######## mem_port_arbiter ########
File: src/rtl/mem_port_arbiter.sv
// mem_port_arbiter: shares one single-ported unified memory between the
// instruction-fetch (IF) and load/store (DM) stages. One transaction is in
// flight at a time. Data accesses win ties, but a streak limit on consecutive
// data grants guarantees that a waiting fetch eventually gets through.
module mem_port_arbiter #(
  parameter int ADDR_W          = 10,
  parameter int DATA_W          = 32,
  parameter int MAX_DATA_STREAK = 4
) (
  input  logic              clk,
  input  logic              rst,
  input  logic              halt,
  // instruction-fetch requester
  input  logic              if_req,
  input  logic [ADDR_W-1:0] if_addr,
  output logic              if_gnt,
  output logic              if_rvalid,
  output logic [DATA_W-1:0] if_rdata,
  // load/store requester
  input  logic              dm_req,
  input  logic              dm_we,
  input  logic [ADDR_W-1:0] dm_addr,
  input  logic [DATA_W-1:0] dm_wdata,
  output logic              dm_gnt,
  output logic              dm_rvalid,
  output logic [DATA_W-1:0] dm_rdata,
  // memory side
  output logic              mem_req,
  output logic              mem_we,
  output logic [ADDR_W-1:0] mem_addr,
  output logic [DATA_W-1:0] mem_wdata,
  input  logic              mem_ready,
  input  logic              mem_rvalid,
  input  logic [DATA_W-1:0] mem_rdata,
  output logic              busy
);

  typedef enum logic [1:0] {IDLE = 2'd0, ISSUE = 2'd1, WAIT = 2'd2} state_t;
  typedef enum logic {OWN_IF = 1'b0, OWN_DM = 1'b1} owner_t;

  localparam logic [3:0] STREAK_MAX = 4'(MAX_DATA_STREAK);

  state_t            state_q, state_d;
  owner_t            owner_q, owner_d;
  logic [3:0]        streak_q, streak_d;
  logic              can_arb, dm_wins;

  logic              mem_req_d, mem_we_d;
  logic [ADDR_W-1:0] mem_addr_d;
  logic [DATA_W-1:0] mem_wdata_d;
  logic              if_gnt_d, dm_gnt_d, if_rvalid_d, dm_rvalid_d;
  logic [DATA_W-1:0] if_rdata_d, dm_rdata_d;

  // Arbitration waits out any gnt/rvalid pulse so a requester can drop or
  // change its request on the edge where it sees the pulse.
  assign can_arb = !halt && !if_gnt && !dm_gnt && !if_rvalid && !dm_rvalid;
  assign dm_wins = dm_req && (!if_req || (streak_q != STREAK_MAX));
  assign busy    = (state_q != IDLE);

  // Next-state and next-output logic for the transaction FSM.
  always_comb begin
    // NOTE: every signal gets a default before the case so no path leaves
    // one unassigned, which would otherwise infer a latch.
    state_d     = state_q;
    owner_d     = owner_q;
    streak_d    = streak_q;
    mem_req_d   = mem_req;
    mem_we_d    = mem_we;
    mem_addr_d  = mem_addr;
    mem_wdata_d = mem_wdata;
    if_gnt_d    = 1'b0;
    dm_gnt_d    = 1'b0;
    if_rvalid_d = 1'b0;
    dm_rvalid_d = 1'b0;
    if_rdata_d  = if_rdata;
    dm_rdata_d  = dm_rdata;

    case (state_q)
      IDLE: begin
        if (can_arb && dm_wins) begin
          owner_d     = OWN_DM;
          mem_req_d   = 1'b1;
          mem_we_d    = dm_we;
          mem_addr_d  = dm_addr;
          mem_wdata_d = dm_wdata;
          state_d     = ISSUE;
          if (!if_req)                   streak_d = '0;
          else if (streak_q != STREAK_MAX) streak_d = streak_q + 4'd1;
        end else if (can_arb && if_req) begin
          owner_d     = OWN_IF;
          mem_req_d   = 1'b1;
          mem_we_d    = 1'b0;
          mem_addr_d  = if_addr;
          mem_wdata_d = '0;
          state_d     = ISSUE;
          streak_d    = '0;
        end
      end

      ISSUE: begin
        if (mem_ready) begin
          mem_req_d = 1'b0;
          if (owner_q == OWN_DM) dm_gnt_d = 1'b1;
          else                   if_gnt_d = 1'b1;
          state_d = mem_we ? IDLE : WAIT;
        end
      end

      WAIT: begin
        if (mem_rvalid) begin
          if (owner_q == OWN_DM) begin
            dm_rdata_d  = mem_rdata;
            dm_rvalid_d = 1'b1;
          end else begin
            if_rdata_d  = mem_rdata;
            if_rvalid_d = 1'b1;
          end
          state_d = IDLE;
        end
      end

      default: state_d = IDLE;
    endcase
  end

  // State and registered outputs; reset abandons any in-flight transaction.
  always_ff @(posedge clk or posedge rst) begin
    if (rst) begin
      state_q   <= IDLE;
      owner_q   <= OWN_IF;
      streak_q  <= '0;
      mem_req   <= 1'b0;
      mem_we    <= 1'b0;
      mem_addr  <= '0;
      mem_wdata <= '0;
      if_gnt    <= 1'b0;
      dm_gnt    <= 1'b0;
      if_rvalid <= 1'b0;
      dm_rvalid <= 1'b0;
      if_rdata  <= '0;
      dm_rdata  <= '0;
    end else begin
      // NOTE: non-blocking so every register samples pre-edge values.
      state_q   <= state_d;
      owner_q   <= owner_d;
      streak_q  <= streak_d;
      mem_req   <= mem_req_d;
      mem_we    <= mem_we_d;
      mem_addr  <= mem_addr_d;
      mem_wdata <= mem_wdata_d;
      if_gnt    <= if_gnt_d;
      dm_gnt    <= dm_gnt_d;
      if_rvalid <= if_rvalid_d;
      dm_rvalid <= dm_rvalid_d;
      if_rdata  <= if_rdata_d;
      dm_rdata  <= dm_rdata_d;
    end
  end

endmodule

File: config.mk
export PLATFORM = sky130hd
export DESIGN_NAME = mem_port_arbiter
export DESIGN_NICKNAME = d
export VERILOG_FILES = /design/src/rtl/mem_port_arbiter.sv
export SDC_FILE = /design/constraint.sdc
export NUM_CORES = 1
export LEC_CHECK = 0
export ABC_AREA = 1
export CORE_ASPECT_RATIO = 0.75
export CORE_MARGIN = 1.5
export CORE_UTILIZATION = 46
export DETAILED_ROUTE_END_ITERATION = 16
export GPL_TIMING_DRIVEN = 0
export PLACE_DENSITY = 0.86
export SLEW_MARGIN = 20
export SYNTH_ARGS = -nofsm -noshare
export SYNTH_HDL_FRONTEND = slang
export SYNTH_SLANG_ARGS = --single-unit
File: constraint.sdc
create_clock -name clk -period 8.4 [get_ports clk]
set_clock_uncertainty 0.2 [all_clocks]
set_input_delay 1.26 -clock clk [delete_from_list [all_inputs] [get_ports clk]]
set_output_delay 1.26 -clock clk [all_outputs]
set_load 0.02 [all_outputs]
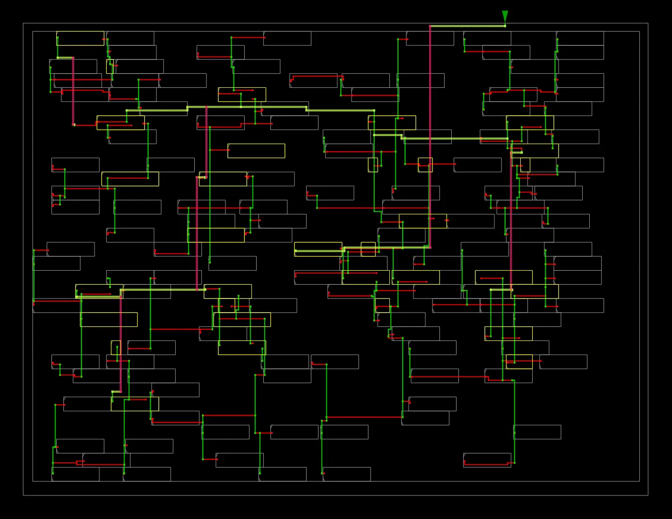
Figure 1: mem_port_arbiter, clock routing.
Seq cells: 119
Clock buffer cells: 19
Worst-Skew Late Latency: 0.41 ns
total CTS buffers: 17
Sink Count: 119

==> flow_metrics.env <==
# physical design summary
export IMPL_die_h_um=91.3
export IMPL_met3_length_um=1020
export IMPL_n_antenna_cell=0
export IMPL_fin_cells=892
export IMPL_row_count=32
export IMPL_r2r_start="streak_q[0]$_DFFE_PP0P_"
export IMPL_wl_per_cell_um=16.1
export IMPL_mux_area_frac=0
export IMPL_post_cts_buffers=0
export IMPL_drt_iter0_markers=254
export IMPL_drt_met1_wl_um=5780
export IMPL_p_int_mw=1.95
export IMPL_cp_arrival_ns=1.67
export IMPL_dp_cells=860
export IMPL_sw_frac_of_total=0.357
export IMPL_path_cells="nor2_1, inv_1, clkdlybuf4s50_1"
export IMPL_io_buffers=204
export IMPL_pg_seq_mw=0.966
export IMPL_finalHoldViolations=0
export IMPL_p_comb_mw=1.26
export IMPL_ys_types=21
export IMPL_hold_depth=1
export IMPL_cts_root_buf="clkbuf_16"
export IMPL_r2r_cells=9
export IMPL_outcome="completed"
export IMPL_final_cell_mix="clkdlybuf4s50_1 (204), nand2_1 (161), dfrtp_1 (119)"
export IMPL_start_kind="flop"
export IMPL_avgViaCountPerCell=4.95
export IMPL_worst_pin_slew_ns=0.504
export IMPL_p_clk_frac=0.270
export IMPL_yosys_warnings=0
export IMPL_xor_share=0
export IMPL_synth_area_um2=4790
[synth_stat cells (all sizes together)]
library cell,n,area [um2]
nor2,8,37.5
nand2,161,604
nand4,1,6.26
nand3,15,80.1
o21ai,105,597
dfrtp,119,2980
inv,78,293
o32ai,1,8.76
buf,16,101
ha,2,25.0
or2,1,8.76
clkbuf,10,37.5
a21oi,2,10.0
[layout make-up]
class                           count  area (um2)
Sequential cell                   119        2980
Fill cell                         691        2510
Timing Repair Buffer              205        2070
Multi-Input combinational cell    296        1380
Clock buffer                       19         443
Inverter                           78         298
Clock inverter                     13         226
Tap cell                          136         170
Buffer                             26         139

######## playdriver ########
==> config.mk <==
export PLATFORM = sky130hd
export DESIGN_NAME = playdriver
export DESIGN_NICKNAME = d
export VERILOG_FILES = /design/src/rtl/playdriver.sv
export SDC_FILE = /design/constraint.sdc
export NUM_CORES = 1
export LEC_CHECK = 0
export CORE_MARGIN = 2
export CORE_UTILIZATION = 35
export DETAILED_ROUTE_END_ITERATION = 10
export SLEW_MARGIN = 20
export SYNTH_ARGS = -nofsm -noshare
export SYNTH_HDL_FRONTEND = slang
export SYNTH_SLANG_ARGS = --single-unit
==> constraint.sdc <==
create_clock -name big_clk -period 7.7 [get_ports big_clk]
set_input_delay 1.155 -clock big_clk [delete_from_list [all_inputs] [get_ports big_clk]]
set_output_delay 1.155 -clock big_clk [all_outputs]
set_load 0.02 [all_outputs]
==> src/rtl/playdriver.sv <==
// PDM playback driver: streams the sample memory MSB-first to the audio amplifier.
// Optional PLAYDRIVER_LOOP_EN: wrap to word 0 while playEN is held high at the end of the last word.
module playdriver #(
  parameter int CLK_DIV = 50,
  parameter int ADDR_W  = 10
) (
  input  logic              big_clk,
  input  logic              reset,
  input  logic              playEN,
  input  logic [31:0]       rd_data,
  output logic              rd_en,
  output logic [ADDR_W-1:0] address,
  output logic              audPWM,
  output logic              audSD,
  output logic              flag_play,
  output logic              done
);
  localparam int                TW        = (CLK_DIV > 1) ? $clog2(CLK_DIV) : 1;
  localparam logic [TW-1:0]     TICK_LAST = TW'(CLK_DIV - 1);
  localparam logic [ADDR_W-1:0] ADDR_LAST = '1;

  typedef enum logic [1:0] {S_IDLE, S_FETCH1, S_FETCH2, S_PLAY} state_t;

  state_t              state_q, state_d;
  logic [31:0]         shift_q, shift_d;
  logic [31:0]         shadow_q, shadow_d;
  logic [4:0]          bitcnt_q, bitcnt_d;
  logic [TW-1:0]       tickcnt_q, tickcnt_d;
  logic                last_q, last_d;
  logic                playen_q, playen_d;
  logic                rd_en_q, rd_en_d;
  logic                rd_pend_q, rd_pend_d;
  logic [ADDR_W-1:0]   address_q, address_d;
  logic                pwm_q, pwm_d;
  logic                sd_q, sd_d;
  logic                done_q, done_d;
  logic                start, tick, keep_going, prefetch_ok;

  always_comb begin
    state_d   = state_q;
    shift_d   = shift_q;
    shadow_d  = shadow_q;
    bitcnt_d  = bitcnt_q;
    tickcnt_d = tickcnt_q;
    last_d    = last_q;
    address_d = address_q;
    rd_en_d   = 1'b0;
    done_d    = 1'b0;
    playen_d  = playEN;
    rd_pend_d = rd_en_q;
    start     = playEN & ~playen_q;
    tick      = (state_q == S_PLAY) && (tickcnt_q == TICK_LAST);
`ifdef PLAYDRIVER_LOOP_EN
    keep_going  = ~last_q | playEN;
    prefetch_ok = 1'b1;
`else
    keep_going  = ~last_q;
    prefetch_ok = (address_q != ADDR_LAST);
`endif

    case (state_q)
      S_IDLE: begin
        if (start) begin
          state_d   = S_FETCH1;
          rd_en_d   = 1'b1;
          address_d = '0;
        end
      end
      S_FETCH1: begin
        state_d   = S_FETCH2;
        rd_en_d   = 1'b1;
        address_d = ADDR_W'(1);
      end
      S_FETCH2: begin
        state_d   = S_PLAY;
        shift_d   = rd_data;
        bitcnt_d  = '0;
        tickcnt_d = '0;
        last_d    = 1'b0;
      end
      S_PLAY: begin
        if (rd_pend_q) shadow_d = rd_data;
        if (tick) begin
          tickcnt_d = '0;
          if (bitcnt_q != 5'd31) begin
            shift_d  = {shift_q[30:0], 1'b0};
            bitcnt_d = bitcnt_q + 5'd1;
          end else if (keep_going) begin
            // Word boundary: the prefetched word in shadow always arrives long before this point
            shift_d  = shadow_q;
            bitcnt_d = '0;
            last_d   = (address_q == ADDR_LAST);
            done_d   = last_q;
            if (prefetch_ok) begin
              rd_en_d   = 1'b1;
              address_d = address_q + ADDR_W'(1);
            end
          end else begin
            state_d = S_IDLE;
            done_d  = 1'b1;
            last_d  = 1'b0;
          end
        end else begin
          tickcnt_d = tickcnt_q + TW'(1);
        end
      end
      default: state_d = S_IDLE;
    endcase

    pwm_d = (state_d == S_PLAY) & shift_d[31];
    sd_d  = (state_d != S_IDLE);
  end

  always_ff @(posedge big_clk or posedge reset) begin
    if (reset) begin
      state_q   <= S_IDLE;
      shift_q   <= '0;
      shadow_q  <= '0;
      bitcnt_q  <= '0;
      tickcnt_q <= '0;
      last_q    <= 1'b0;
      playen_q  <= 1'b0;
      rd_en_q   <= 1'b0;
      rd_pend_q <= 1'b0;
      address_q <= '0;
      pwm_q     <= 1'b0;
      sd_q      <= 1'b0;
      done_q    <= 1'b0;
    end else begin
      state_q   <= state_d;
      shift_q   <= shift_d;
      shadow_q  <= shadow_d;
      bitcnt_q  <= bitcnt_d;
      tickcnt_q <= tickcnt_d;
      last_q    <= last_d;
      playen_q  <= playen_d;
      rd_en_q   <= rd_en_d;
      rd_pend_q <= rd_pend_d;
      address_q <= address_d;
      pwm_q     <= pwm_d;
      sd_q      <= sd_d;
      done_q    <= done_d;
    end
  end

  assign rd_en     = rd_en_q;
  assign address   = address_q;
  assign audPWM    = pwm_q;
  assign audSD     = sd_q;
  assign flag_play = sd_q;
  assign done      = done_q;
endmodule

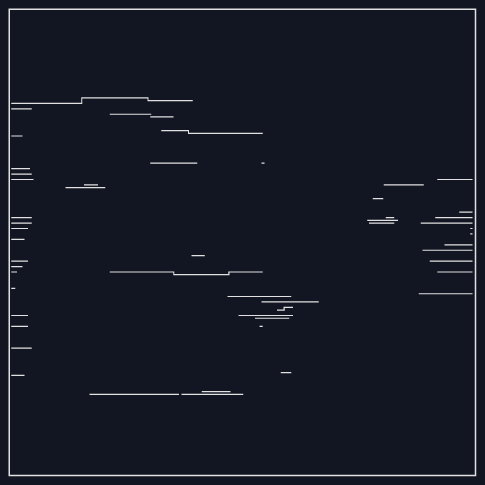
Figure 2: playdriver, the metal 3 layer.
(4 px per um)
share of all routed wire	4.5%
nets with wire on the layer	44
GR Layer Usage met3: 0.0348
Post-Route WL: 9560 um
via count: 3280

==> flow_metrics.env <==
# physical design summary
export IMPL_outcome="completed"
export IMPL_cp_arrival_ns=3.05
export IMPL_r2r_cells=9
export IMPL_place_area_um2=5020
export IMPL_cts_sinks=94
export IMPL_warnings=27
export IMPL_seq_power_share=0.511
export IMPL_finalHoldViolations=0
export IMPL_grt_use_met2=0.254
export IMPL_topRoutingLayerUsed="met4"
export IMPL_hold_depth=0
export IMPL_crit_end="address[5]$_DFFE_PP0P_"
export IMPL_path_buffers=1
export IMPL_setup_violations=0
export IMPL_worst_pin_slew_ns=0.923
export IMPL_grt_pass1_vias=3228
export IMPL_coreArea_um2=12200
export IMPL_layout_cells_most_common="dfrtp_1"
export IMPL_cp_required_ns=7.96
export IMPL_post_cts_buffers=0
export IMPL_ant_nets=0
export IMPL_ys_flop_type="dfrtp_1"
export IMPL_dp_slack_ns=4.90
export IMPL_row_count=40
export IMPL_chipArea_um2=13500
export IMPL_die_x_um=116
export IMPL_busiest_layer="met2"
export IMPL_xor_share=0.00199
export IMPL_drt_met1_wl_um=4350
export IMPL_wl_met2_um=4700
export IMPL_setup_ws_ns=4.90
export IMPL_worst_path_stages=9
export IMPL_drv_cap=0
export IMPL_post_route_min_period_ns=2.80
export IMPL_worst_hold_startpoint="rd_en$_DFF_PP0_"
export IMPL_n_antenna_cell=0
export IMPL_n_fill_cell=1162
export IMPL_start_kind="flop"
export IMPL_syn_to_final_growth_pct=20.9
export IMPL_synth_adder_area_share=0.0142
export IMPL_cp_max_fo=21
export IMPL_worstReg2RegEnd="address[5]$_DFFE_PP0P_"
export IMPL_pg_clk_mw=0.447
export IMPL_synth_area_um2=4400
export IMPL_sw_frac_of_total=0.276
export IMPL_yosys_top_cells_area="dfrtp_1 (53%), mux2_2 (8.4%), a22oi_1 (5.1%)"
export IMPL_antenna_found_initial=0
export IMPL_relSlewSlack=0.380
export IMPL_avgSynthCellArea_um2=10.8
export IMPL_top_cell_area_share=0.534
export IMPL_setup_tns_ns=0
export IMPL_holdPathEnd="rd_pend_q$_DFF_PP0_"
export IMPL_drive_above_1_share=0.140
export IMPL_pwr_share_comb=0.174
-- state kept, by name (all words and copies together), names as in the netlist, 2 cells and up --
signal / count
state_q: 2
bitcnt_q: 5
tickcnt_q: 6
address: 10
shadow_q: 32
shift_q: 32
-- layout make-up --
type                       count  area [um2]  share of cell area
multi-input combinational    280        1890               0.356
clock inverter                 5        60.1              0.0113
inverter                       6        23.8             0.00447
clock buffer                  10         239              0.0449
tap                          168         210              0.0395
timing repair buffer          56         543               0.102
sequential                    94        2350               0.442

######## alu_md_unit ########
Figure 3. Wiring by layer (alu_md_unit).
(1 px per um)
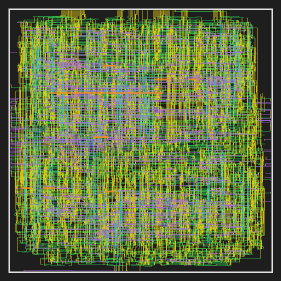
Figure 4. Clock routing (alu_md_unit).
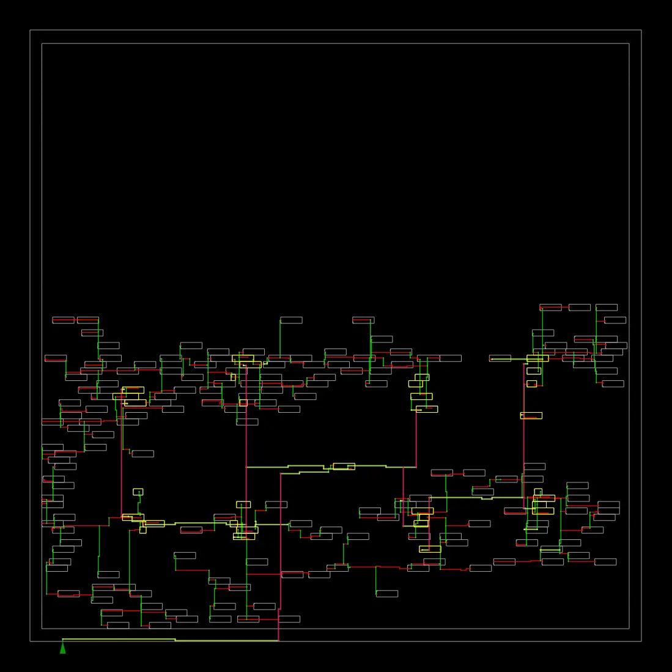
$ cat config.mk
export PLATFORM = sky130hd
export DESIGN_NAME = alu_md_unit
export DESIGN_NICKNAME = d
export VERILOG_FILES = /design/src/rtl/alu_md_unit.sv
export SDC_FILE = /design/constraint.sdc
export NUM_CORES = 2
export LEC_CHECK = 0
export CAP_MARGIN = 10
export CORE_MARGIN = 5
export CORE_UTILIZATION = 45
export CTS_CLUSTER_DIAMETER = 200
export DETAILED_ROUTE_END_ITERATION = 12
export PLACE_DENSITY_LB_ADDON = 0.25
export SYNTH_ARGS = -nofsm -noshare
export SYNTH_HDL_FRONTEND = slang
export SYNTH_SLANG_ARGS = --single-unit
$ cat constraint.sdc
create_clock -name clk -period 14.8 [get_ports clk]
set_input_delay 4.44 -clock clk [delete_from_list [all_inputs] [get_ports clk]]
set_output_delay 4.44 -clock clk [all_outputs]
set_load 0.05 [all_outputs]
$ cat src/rtl/alu_md_unit.sv
// Combinational ALU with an iterative multiply/divide unit beside it.
// Multiply is shift-add and divide is restoring, one bit per cycle, on magnitudes with the signs fixed at the end.
module alu_md_unit #(
   parameter int WIDTH = 32
) (
   input  logic             clk,
   input  logic             rst,
   input  logic [1:0]       aluop,
   input  logic [5:0]       funct,
   input  logic [WIDTH-1:0] a,
   input  logic [WIDTH-1:0] b,
   input  logic             start,
   output logic [WIDTH-1:0] result,
   output logic             zero,
   output logic             busy,
   output logic             done,
   output logic [WIDTH-1:0] hi,
   output logic [WIDTH-1:0] lo
);
   localparam int SHW = $clog2(WIDTH);

   typedef enum logic [1:0] {IDLE, MUL, DIV, DONE} state_t;

   state_t               state, state_nxt;
   logic [2*WIDTH-1:0]   acc;
   logic [WIDTH-1:0]     opd;
   logic [SHW-1:0]       cnt;
   logic                 neg_q, neg_r;

   logic                 md_op, sgn_op, accept, last;
   logic [SHW-1:0]       shamt;
   logic [WIDTH:0]       mul_sum;
   logic [2*WIDTH-1:0]   mul_nxt, mul_fix;
   logic [WIDTH:0]       div_sh, div_diff;
   logic                 qbit;
   logic [WIDTH-1:0]     rem_nxt;
   logic [2*WIDTH-1:0]   div_nxt;

   function automatic logic [WIDTH-1:0] mag(input logic [WIDTH-1:0] v, input logic sgn);
      return (sgn && v[WIDTH-1]) ? -v : v;
   endfunction

   assign md_op  = (funct[5:2] == 4'b0110);
   assign sgn_op = ~funct[0];
   assign accept = start && (state == IDLE) && (aluop == 2'b10) && md_op;
   assign last   = (cnt == SHW'(WIDTH-1));
   assign shamt  = b[SHW-1:0];

   // acc holds {partial product, remaining multiplier bits}; shifting right retires one multiplier bit
   assign mul_sum = {1'b0, acc[2*WIDTH-1:WIDTH]} + (acc[0] ? {1'b0, opd} : '0);
   assign mul_nxt = {mul_sum, acc[WIDTH-1:1]};
   assign mul_fix = neg_q ? -mul_nxt : mul_nxt;

   // acc holds {partial remainder, dividend bits shifting out / quotient bits shifting in}
   assign div_sh   = {acc[2*WIDTH-1:WIDTH], acc[WIDTH-1]};
   assign div_diff = div_sh - {1'b0, opd};
   assign qbit     = ~div_diff[WIDTH];
   assign rem_nxt  = qbit ? div_diff[WIDTH-1:0] : div_sh[WIDTH-1:0];
   assign div_nxt  = {rem_nxt, acc[WIDTH-2:0], qbit};

   always_comb begin
      result = '0;
      case (aluop)
         2'b00: result = a + b;
         2'b01: result = a - b;
         2'b11: result = a | b;
         default: begin
            case (funct)
               6'b100000, 6'b100001: result = a + b;
               6'b100010, 6'b100011: result = a - b;
               6'b100100: result = a & b;
               6'b100101: result = a | b;
               6'b100110: result = a ^ b;
               6'b100111: result = ~(a | b);
               6'b101010: result = {{(WIDTH-1){1'b0}}, ($signed(a) < $signed(b))};
               6'b101011: result = {{(WIDTH-1){1'b0}}, (a < b)};
               6'b000000: result = a << shamt;
               6'b000010: result = a >> shamt;
               6'b000011: result = $signed(a) >>> shamt;
               6'b010000: result = hi;
               6'b010010: result = lo;
               default:   result = '0;
            endcase
         end
      endcase
   end

   assign zero = (result == '0);

   always_comb begin
      state_nxt = state;
      busy      = 1'b0;
      done      = 1'b0;
      case (state)
         IDLE: begin
            if (accept) state_nxt = funct[1] ? DIV : MUL;
         end
         MUL: begin
            busy = 1'b1;
            if (last) state_nxt = DONE;
         end
         DIV: begin
            busy = 1'b1;
            if (opd == '0 || last) state_nxt = DONE;
         end
         default: begin
            done      = 1'b1;
            state_nxt = IDLE;
         end
      endcase
   end

   always_ff @(posedge clk or posedge rst) begin
      if (rst) state <= IDLE;
      else     state <= state_nxt;
   end

   always_ff @(posedge clk or posedge rst) begin
      if (rst) begin
         acc   <= '0;
         opd   <= '0;
         cnt   <= '0;
         neg_q <= 1'b0;
         neg_r <= 1'b0;
         hi    <= '0;
         lo    <= '0;
      end else begin
         case (state)
            IDLE: begin
               if (accept) begin
                  acc   <= {{WIDTH{1'b0}}, mag(a, sgn_op)};
                  opd   <= mag(b, sgn_op);
                  cnt   <= '0;
                  neg_q <= sgn_op & (a[WIDTH-1] ^ b[WIDTH-1]);
                  neg_r <= sgn_op & a[WIDTH-1];
               end
            end
            MUL: begin
               acc <= mul_nxt;
               cnt <= cnt + 1'b1;
               if (last) begin
                  hi <= mul_fix[2*WIDTH-1:WIDTH];
                  lo <= mul_fix[WIDTH-1:0];
               end
            end
            DIV: begin
               // divide by zero: dividend is still untouched in the low half, rebuild its sign
               if (opd == '0) begin
                  hi <= neg_r ? -acc[WIDTH-1:0] : acc[WIDTH-1:0];
                  lo <= '1;
               end else begin
                  acc <= div_nxt;
                  cnt <= cnt + 1'b1;
                  if (last) begin
                     lo <= neg_q ? -div_nxt[WIDTH-1:0] : div_nxt[WIDTH-1:0];
                     hi <= neg_r ? -rem_nxt : rem_nxt;
                  end
               end
            end
            default: ;
         endcase
      end
   end
endmodule
==> flow_metrics.env <==
# physical design summary
export IMPL_outcome="completed"
export IMPL_setup_violations=0
export IMPL_synth_adder_area_share=0.0845
export IMPL_tritoncts="done"
export IMPL_n_antenna_cell=8
export IMPL_path_buffers=3
export IMPL_syn_nets=4237
export IMPL_cp_required_ns=10.36
export IMPL_max_freq_ghz=0.0678
export IMPL_fin_area_um2=31600
export IMPL_sh_seq_area=0.134
export IMPL_topRoutingLayerUsed="met5"
export IMPL_path_cells="clkdlybuf4s50_1, inv_1, ha_1, o31ai_1, a221oi_1, o211ai_1, a221oi_1, o211ai_1, a211o_1, or2_2, nor4_1, nand4b_1, nor4_2, buf_12"
export IMPL_ctsHoldBuffers=0
export IMPL_cts_buffers=17
export IMPL_die_h_um=261
About Figure 3:
layer	colour	wire length
M1	green	62.1 mm
M5	orange	183 um
M2	yellow	58.9 mm
M3	purple	20.7 mm
M4	cyan	8310 um
WL per Instance: 31.1 um
Post-Route WL: 150000 um

About Figure 4:
Sink Count: 169
Clock buffer cells: 17

==> power by group through the flow <==
stage	registers, mW	logic, mW	clock network, mW
6_report	0.830	5.30	0.493
5_1_grt	0.833	5.57	0.515
4_1_cts	0.817	5.07	0.494
3_5_place_dp	0.826	5.03	0
3_3_place_gp	0.826	5.04	0
2_1_floorplan	0.643	3.67	0
==> sequential cells by signal (all words and copies together), names as in the netlist <==
name   flops
acc       64
cnt        5
neg_r      1
lo        32
hi        32
neg_q      1
state      2
opd       32

######## pipe_hazard_ctrl ########
Figure 5. Clock routing (pipe_hazard_ctrl).
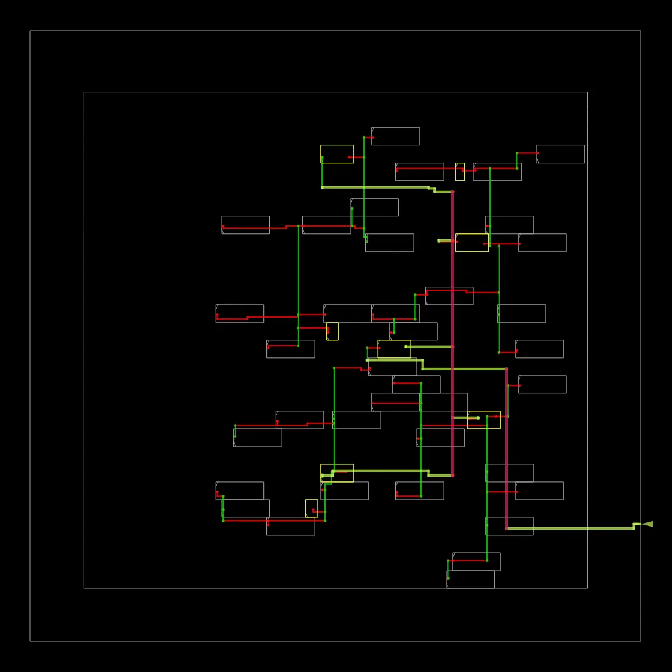
Figure 6. Selected gate families (pipe_hazard_ctrl).
(3 px per um)
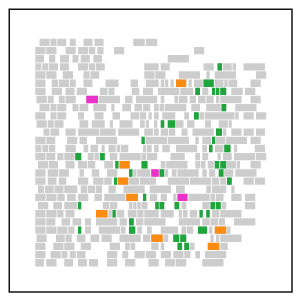
<file path="config.mk">
export PLATFORM = sky130hd
export DESIGN_NAME = pipe_hazard_ctrl
export DESIGN_NICKNAME = d
export VERILOG_FILES = /design/src/rtl/pipe_hazard_ctrl.sv
export SDC_FILE = /design/constraint.sdc
export NUM_CORES = 1
export LEC_CHECK = 0
export CAP_MARGIN = 15
export CORE_MARGIN = 8
export CORE_UTILIZATION = 40
export CTS_CLUSTER_SIZE = 25
export DETAILED_ROUTE_END_ITERATION = 8
export PLACE_DENSITY = 0.8
export SYNTH_ARGS = -nofsm -noshare
export SYNTH_HDL_FRONTEND = slang
export SYNTH_SLANG_ARGS = --single-unit
</file>
<file path="constraint.sdc">
create_clock -name clock -period 2.3 [get_ports clock]
set_input_delay 0.23 -clock clock [delete_from_list [all_inputs] [get_ports clock]]
set_output_delay 0.23 -clock clock [all_outputs]
set_load 0.02 [all_outputs]
</file>
<file path="src/rtl/pipe_hazard_ctrl.sv">
// Pipeline sequencing controller: load-use stall, branch redirect/flush, halt/resume
// and saturating stall/flush cycle counters for the 5-stage CPU.
module pipe_hazard_ctrl #(
    parameter int REG_ADDR_W   = 4,
    parameter int PC_W         = 32,
    parameter int FLUSH_CYCLES = 2
) (
    input  logic                  clock,
    input  logic                  reset,
    input  logic                  id_valid,
    input  logic [REG_ADDR_W-1:0] id_rs1,
    input  logic [REG_ADDR_W-1:0] id_rs2,
    input  logic                  id_use_rs1,
    input  logic                  id_use_rs2,
    input  logic                  ex_valid,
    input  logic                  ex_is_load,
    input  logic [REG_ADDR_W-1:0] ex_rd,
    input  logic                  ex_branch_taken,
    input  logic [PC_W-1:0]       ex_branch_pc,
    input  logic                  halt_req,
    input  logic                  resume,
    output logic                  pc_en,
    output logic                  ifid_en,
    output logic                  ifid_flush,
    output logic                  idex_bubble,
    output logic                  redirect_valid,
    output logic [PC_W-1:0]       redirect_pc,
    output logic                  halted,
    output logic [15:0]           stall_cnt,
    output logic [15:0]           flush_cnt
);

    typedef enum logic [1:0] {
        ST_RUN   = 2'd0,
        ST_FLUSH = 2'd1,
        ST_HALT  = 2'd2
    } state_t;

    localparam logic [2:0] FLUSH_INIT = 3'(FLUSH_CYCLES);

    state_t     state, state_nxt;
    logic [2:0] fcnt, fcnt_nxt;
    logic       load_use;
    logic       stall_inc;
    logic       flush_inc;

    function automatic logic [15:0] sat_inc(input logic [15:0] v);
        return (v == 16'hFFFF) ? v : v + 16'd1;
    endfunction

    // A register of 0 is hardwired, so a load targeting it never creates a hazard.
    assign load_use = id_valid & ex_valid & ex_is_load & (ex_rd != '0) &
                      ((id_use_rs1 & (id_rs1 == ex_rd)) |
                       (id_use_rs2 & (id_rs2 == ex_rd)));

    always_comb begin
        pc_en          = 1'b1;
        ifid_en        = 1'b1;
        ifid_flush     = 1'b0;
        idex_bubble    = 1'b0;
        redirect_valid = 1'b0;
        redirect_pc    = '0;
        halted         = 1'b0;
        state_nxt      = state;
        fcnt_nxt       = fcnt;
        stall_inc      = 1'b0;
        flush_inc      = 1'b0;

        if (reset) begin
            pc_en       = 1'b0;
            ifid_en     = 1'b0;
            ifid_flush  = 1'b1;
            idex_bubble = 1'b1;
            state_nxt   = ST_RUN;
            fcnt_nxt    = '0;
        end else if (ex_branch_taken && (state != ST_HALT)) begin
            // Redirect cycle; a branch arriving mid-flush restarts the window.
            redirect_valid = 1'b1;
            redirect_pc    = ex_branch_pc;
            ifid_flush     = 1'b1;
            idex_bubble    = 1'b1;
            state_nxt      = ST_FLUSH;
            fcnt_nxt       = FLUSH_INIT;
            flush_inc      = 1'b1;
        end else begin
            case (state)
                ST_FLUSH: begin
                    ifid_flush  = 1'b1;
                    idex_bubble = 1'b1;
                    flush_inc   = 1'b1;
                    fcnt_nxt    = fcnt - 3'd1;
                    if (fcnt <= 3'd1) begin
                        state_nxt = ST_RUN;
                        fcnt_nxt  = '0;
                    end
                end
                ST_HALT: begin
                    pc_en       = 1'b0;
                    ifid_en     = 1'b0;
                    idex_bubble = 1'b1;
                    halted      = 1'b1;
                    if (resume) begin
                        state_nxt = ST_RUN;
                    end
                end
                ST_RUN: begin
                    // A pending stall holds off the halt until the hazard clears.
                    if (load_use) begin
                        pc_en       = 1'b0;
                        ifid_en     = 1'b0;
                        idex_bubble = 1'b1;
                        stall_inc   = 1'b1;
                    end else if (halt_req) begin
                        state_nxt = ST_HALT;
                    end
                end
                default: begin
                    state_nxt = ST_RUN;
                    fcnt_nxt  = '0;
                end
            endcase
        end
    end

    always_ff @(posedge clock) begin
        state <= state_nxt;
        fcnt  <= fcnt_nxt;
        if (reset) begin
            stall_cnt <= '0;
            flush_cnt <= '0;
        end else begin
            if (stall_inc) begin
                stall_cnt <= sat_inc(stall_cnt);
            end
            if (flush_inc) begin
                flush_cnt <= sat_inc(flush_cnt);
            end
        end
    end

endmodule

</file>
==> flow_metrics.env <==
# physical design summary
export IMPL_met3_usage=0.0887
export IMPL_grt_usage=0.181
export IMPL_synth_area_um2=2420
export IMPL_grt_max_degree=36
export IMPL_drv_cap=0
export IMPL_vdd_drop_max_mv=0.270
export IMPL_power_group_top="registers"
export IMPL_top_cell_area_share=0.306
export IMPL_wl_per_cell_um=15.8
export IMPL_final_util=0.666
export IMPL_finalNetCount=498
export IMPL_die_h_um=93.8
export IMPL_yosysChipArea_um2=2420
export IMPL_grt_pass1_vias=2871
export IMPL_mux_area_frac=0.0357
export IMPL_n_antenna_cell=0
export IMPL_totalPowerFinal_mw=1.58
export IMPL_timing_hold_ws_ns=0.505
export IMPL_outcome="completed"
export IMPL_synth_cells=297
export IMPL_yosys_warnings=0
export IMPL_ys_types=51
export IMPL_dp_cells=503
export IMPL_grt_use_met2=0.317
export IMPL_post_route_min_period_ns=2.21
export IMPL_p_switching_mw=0.483
export IMPL_finalWeightedCongestion=0.855
export IMPL_die_x_um=93.8
export IMPL_start_kind="input pin"
export IMPL_r2r_start="state[1]$_SDFFE_PP0P_"
export IMPL_yosysCellCount=297
export IMPL_crit_type="in -> out"
export IMPL_wl_met2_um=3810
export IMPL_vias=2699
export IMPL_period_used=0.959
export IMPL_pwr_share_comb=0.291
Notes on Figure 5 above:
Worst-Skew Late Latency: 0.30 ns
total CTS buffers: 5
Clock group: 0.452 mW
Sink Count: 37
Seq cells: 37

Notes on Figure 6 above:
family	colour	cells
non-inverting ao/oa cells	magenta	3
nand cells	green	44
mux cells	orange	8
final std cells w/o fill: 511
combinational share of cell area: 0.403
Commonest Layout Cell: clkdlybuf4s50_1

worst max-delay path, stage by stage:
cell             delay (ns)
clkdlybuf4s50_1        0.47
or4_1                  0.58
nand4_1                0.16
o21ai_2                0.08
a21oi_2                0.17
clkdlybuf4s15_2        0.28
area by class of cell:
cell class                 count  area, um2
multi-input combinational    235       1580
clock inverter                 2       10.0
sequential                    37        741
inverter                       9       33.8
fill                         511       1960
tap                           75       93.8
timing repair buffer         147       1390
clock buffer                   6       72.6
registers in the layout, indices dropped and copies added (netlist names):
name and cells:
flush_cnt 16, fcnt 3, state 2, stall_cnt 16


## Gallery

Clock wires, drivers and flops.
picture 1
(4 px per um)
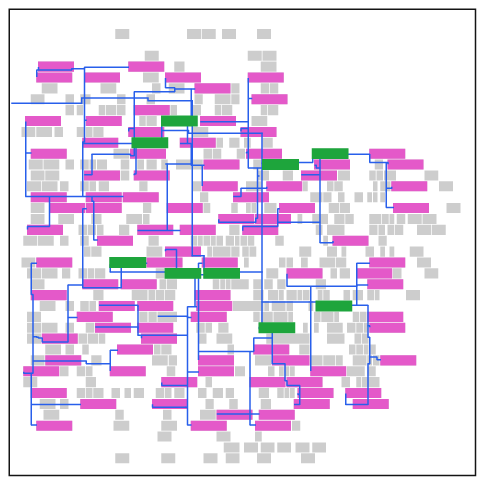
picture 2
(4 px per um)
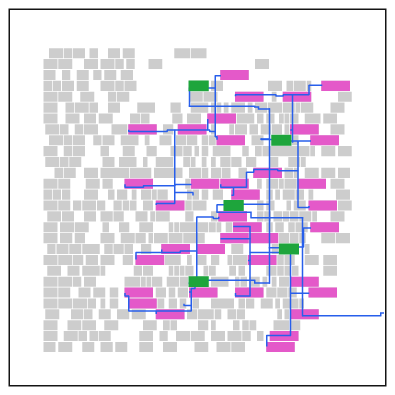
picture 3
(2 px per um)
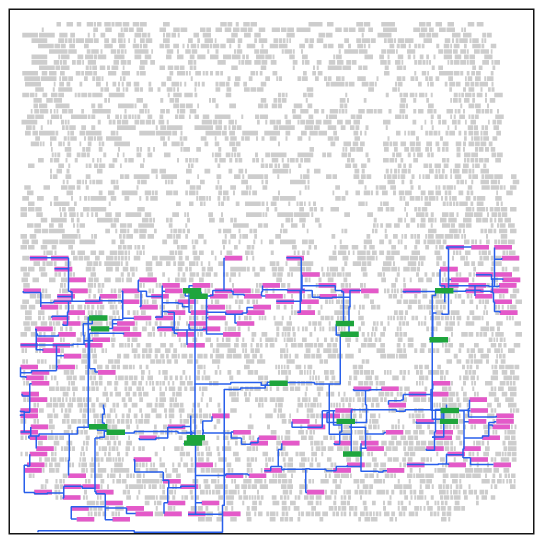
picture 4
(4 px per um)
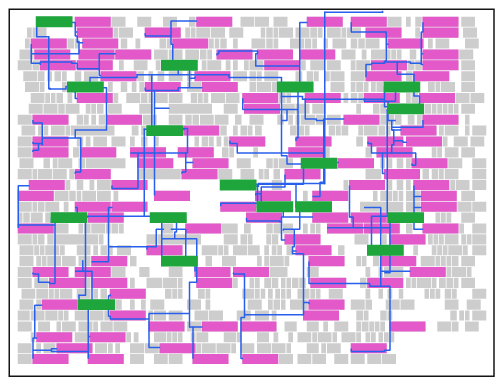
picture 1 -> playdriver
picture 3 -> alu_md_unit
picture 2 -> pipe_hazard_ctrl
picture 4 -> mem_port_arbiter

Key to picture 2:
[clock-net drivers] green | count: 5
[clock wires] blue | length: 526 um
[flip-flops] magenta | count: 37
routed clock nets	6

Power figures rest on the tool's default switching activity, not on a simulated workload.
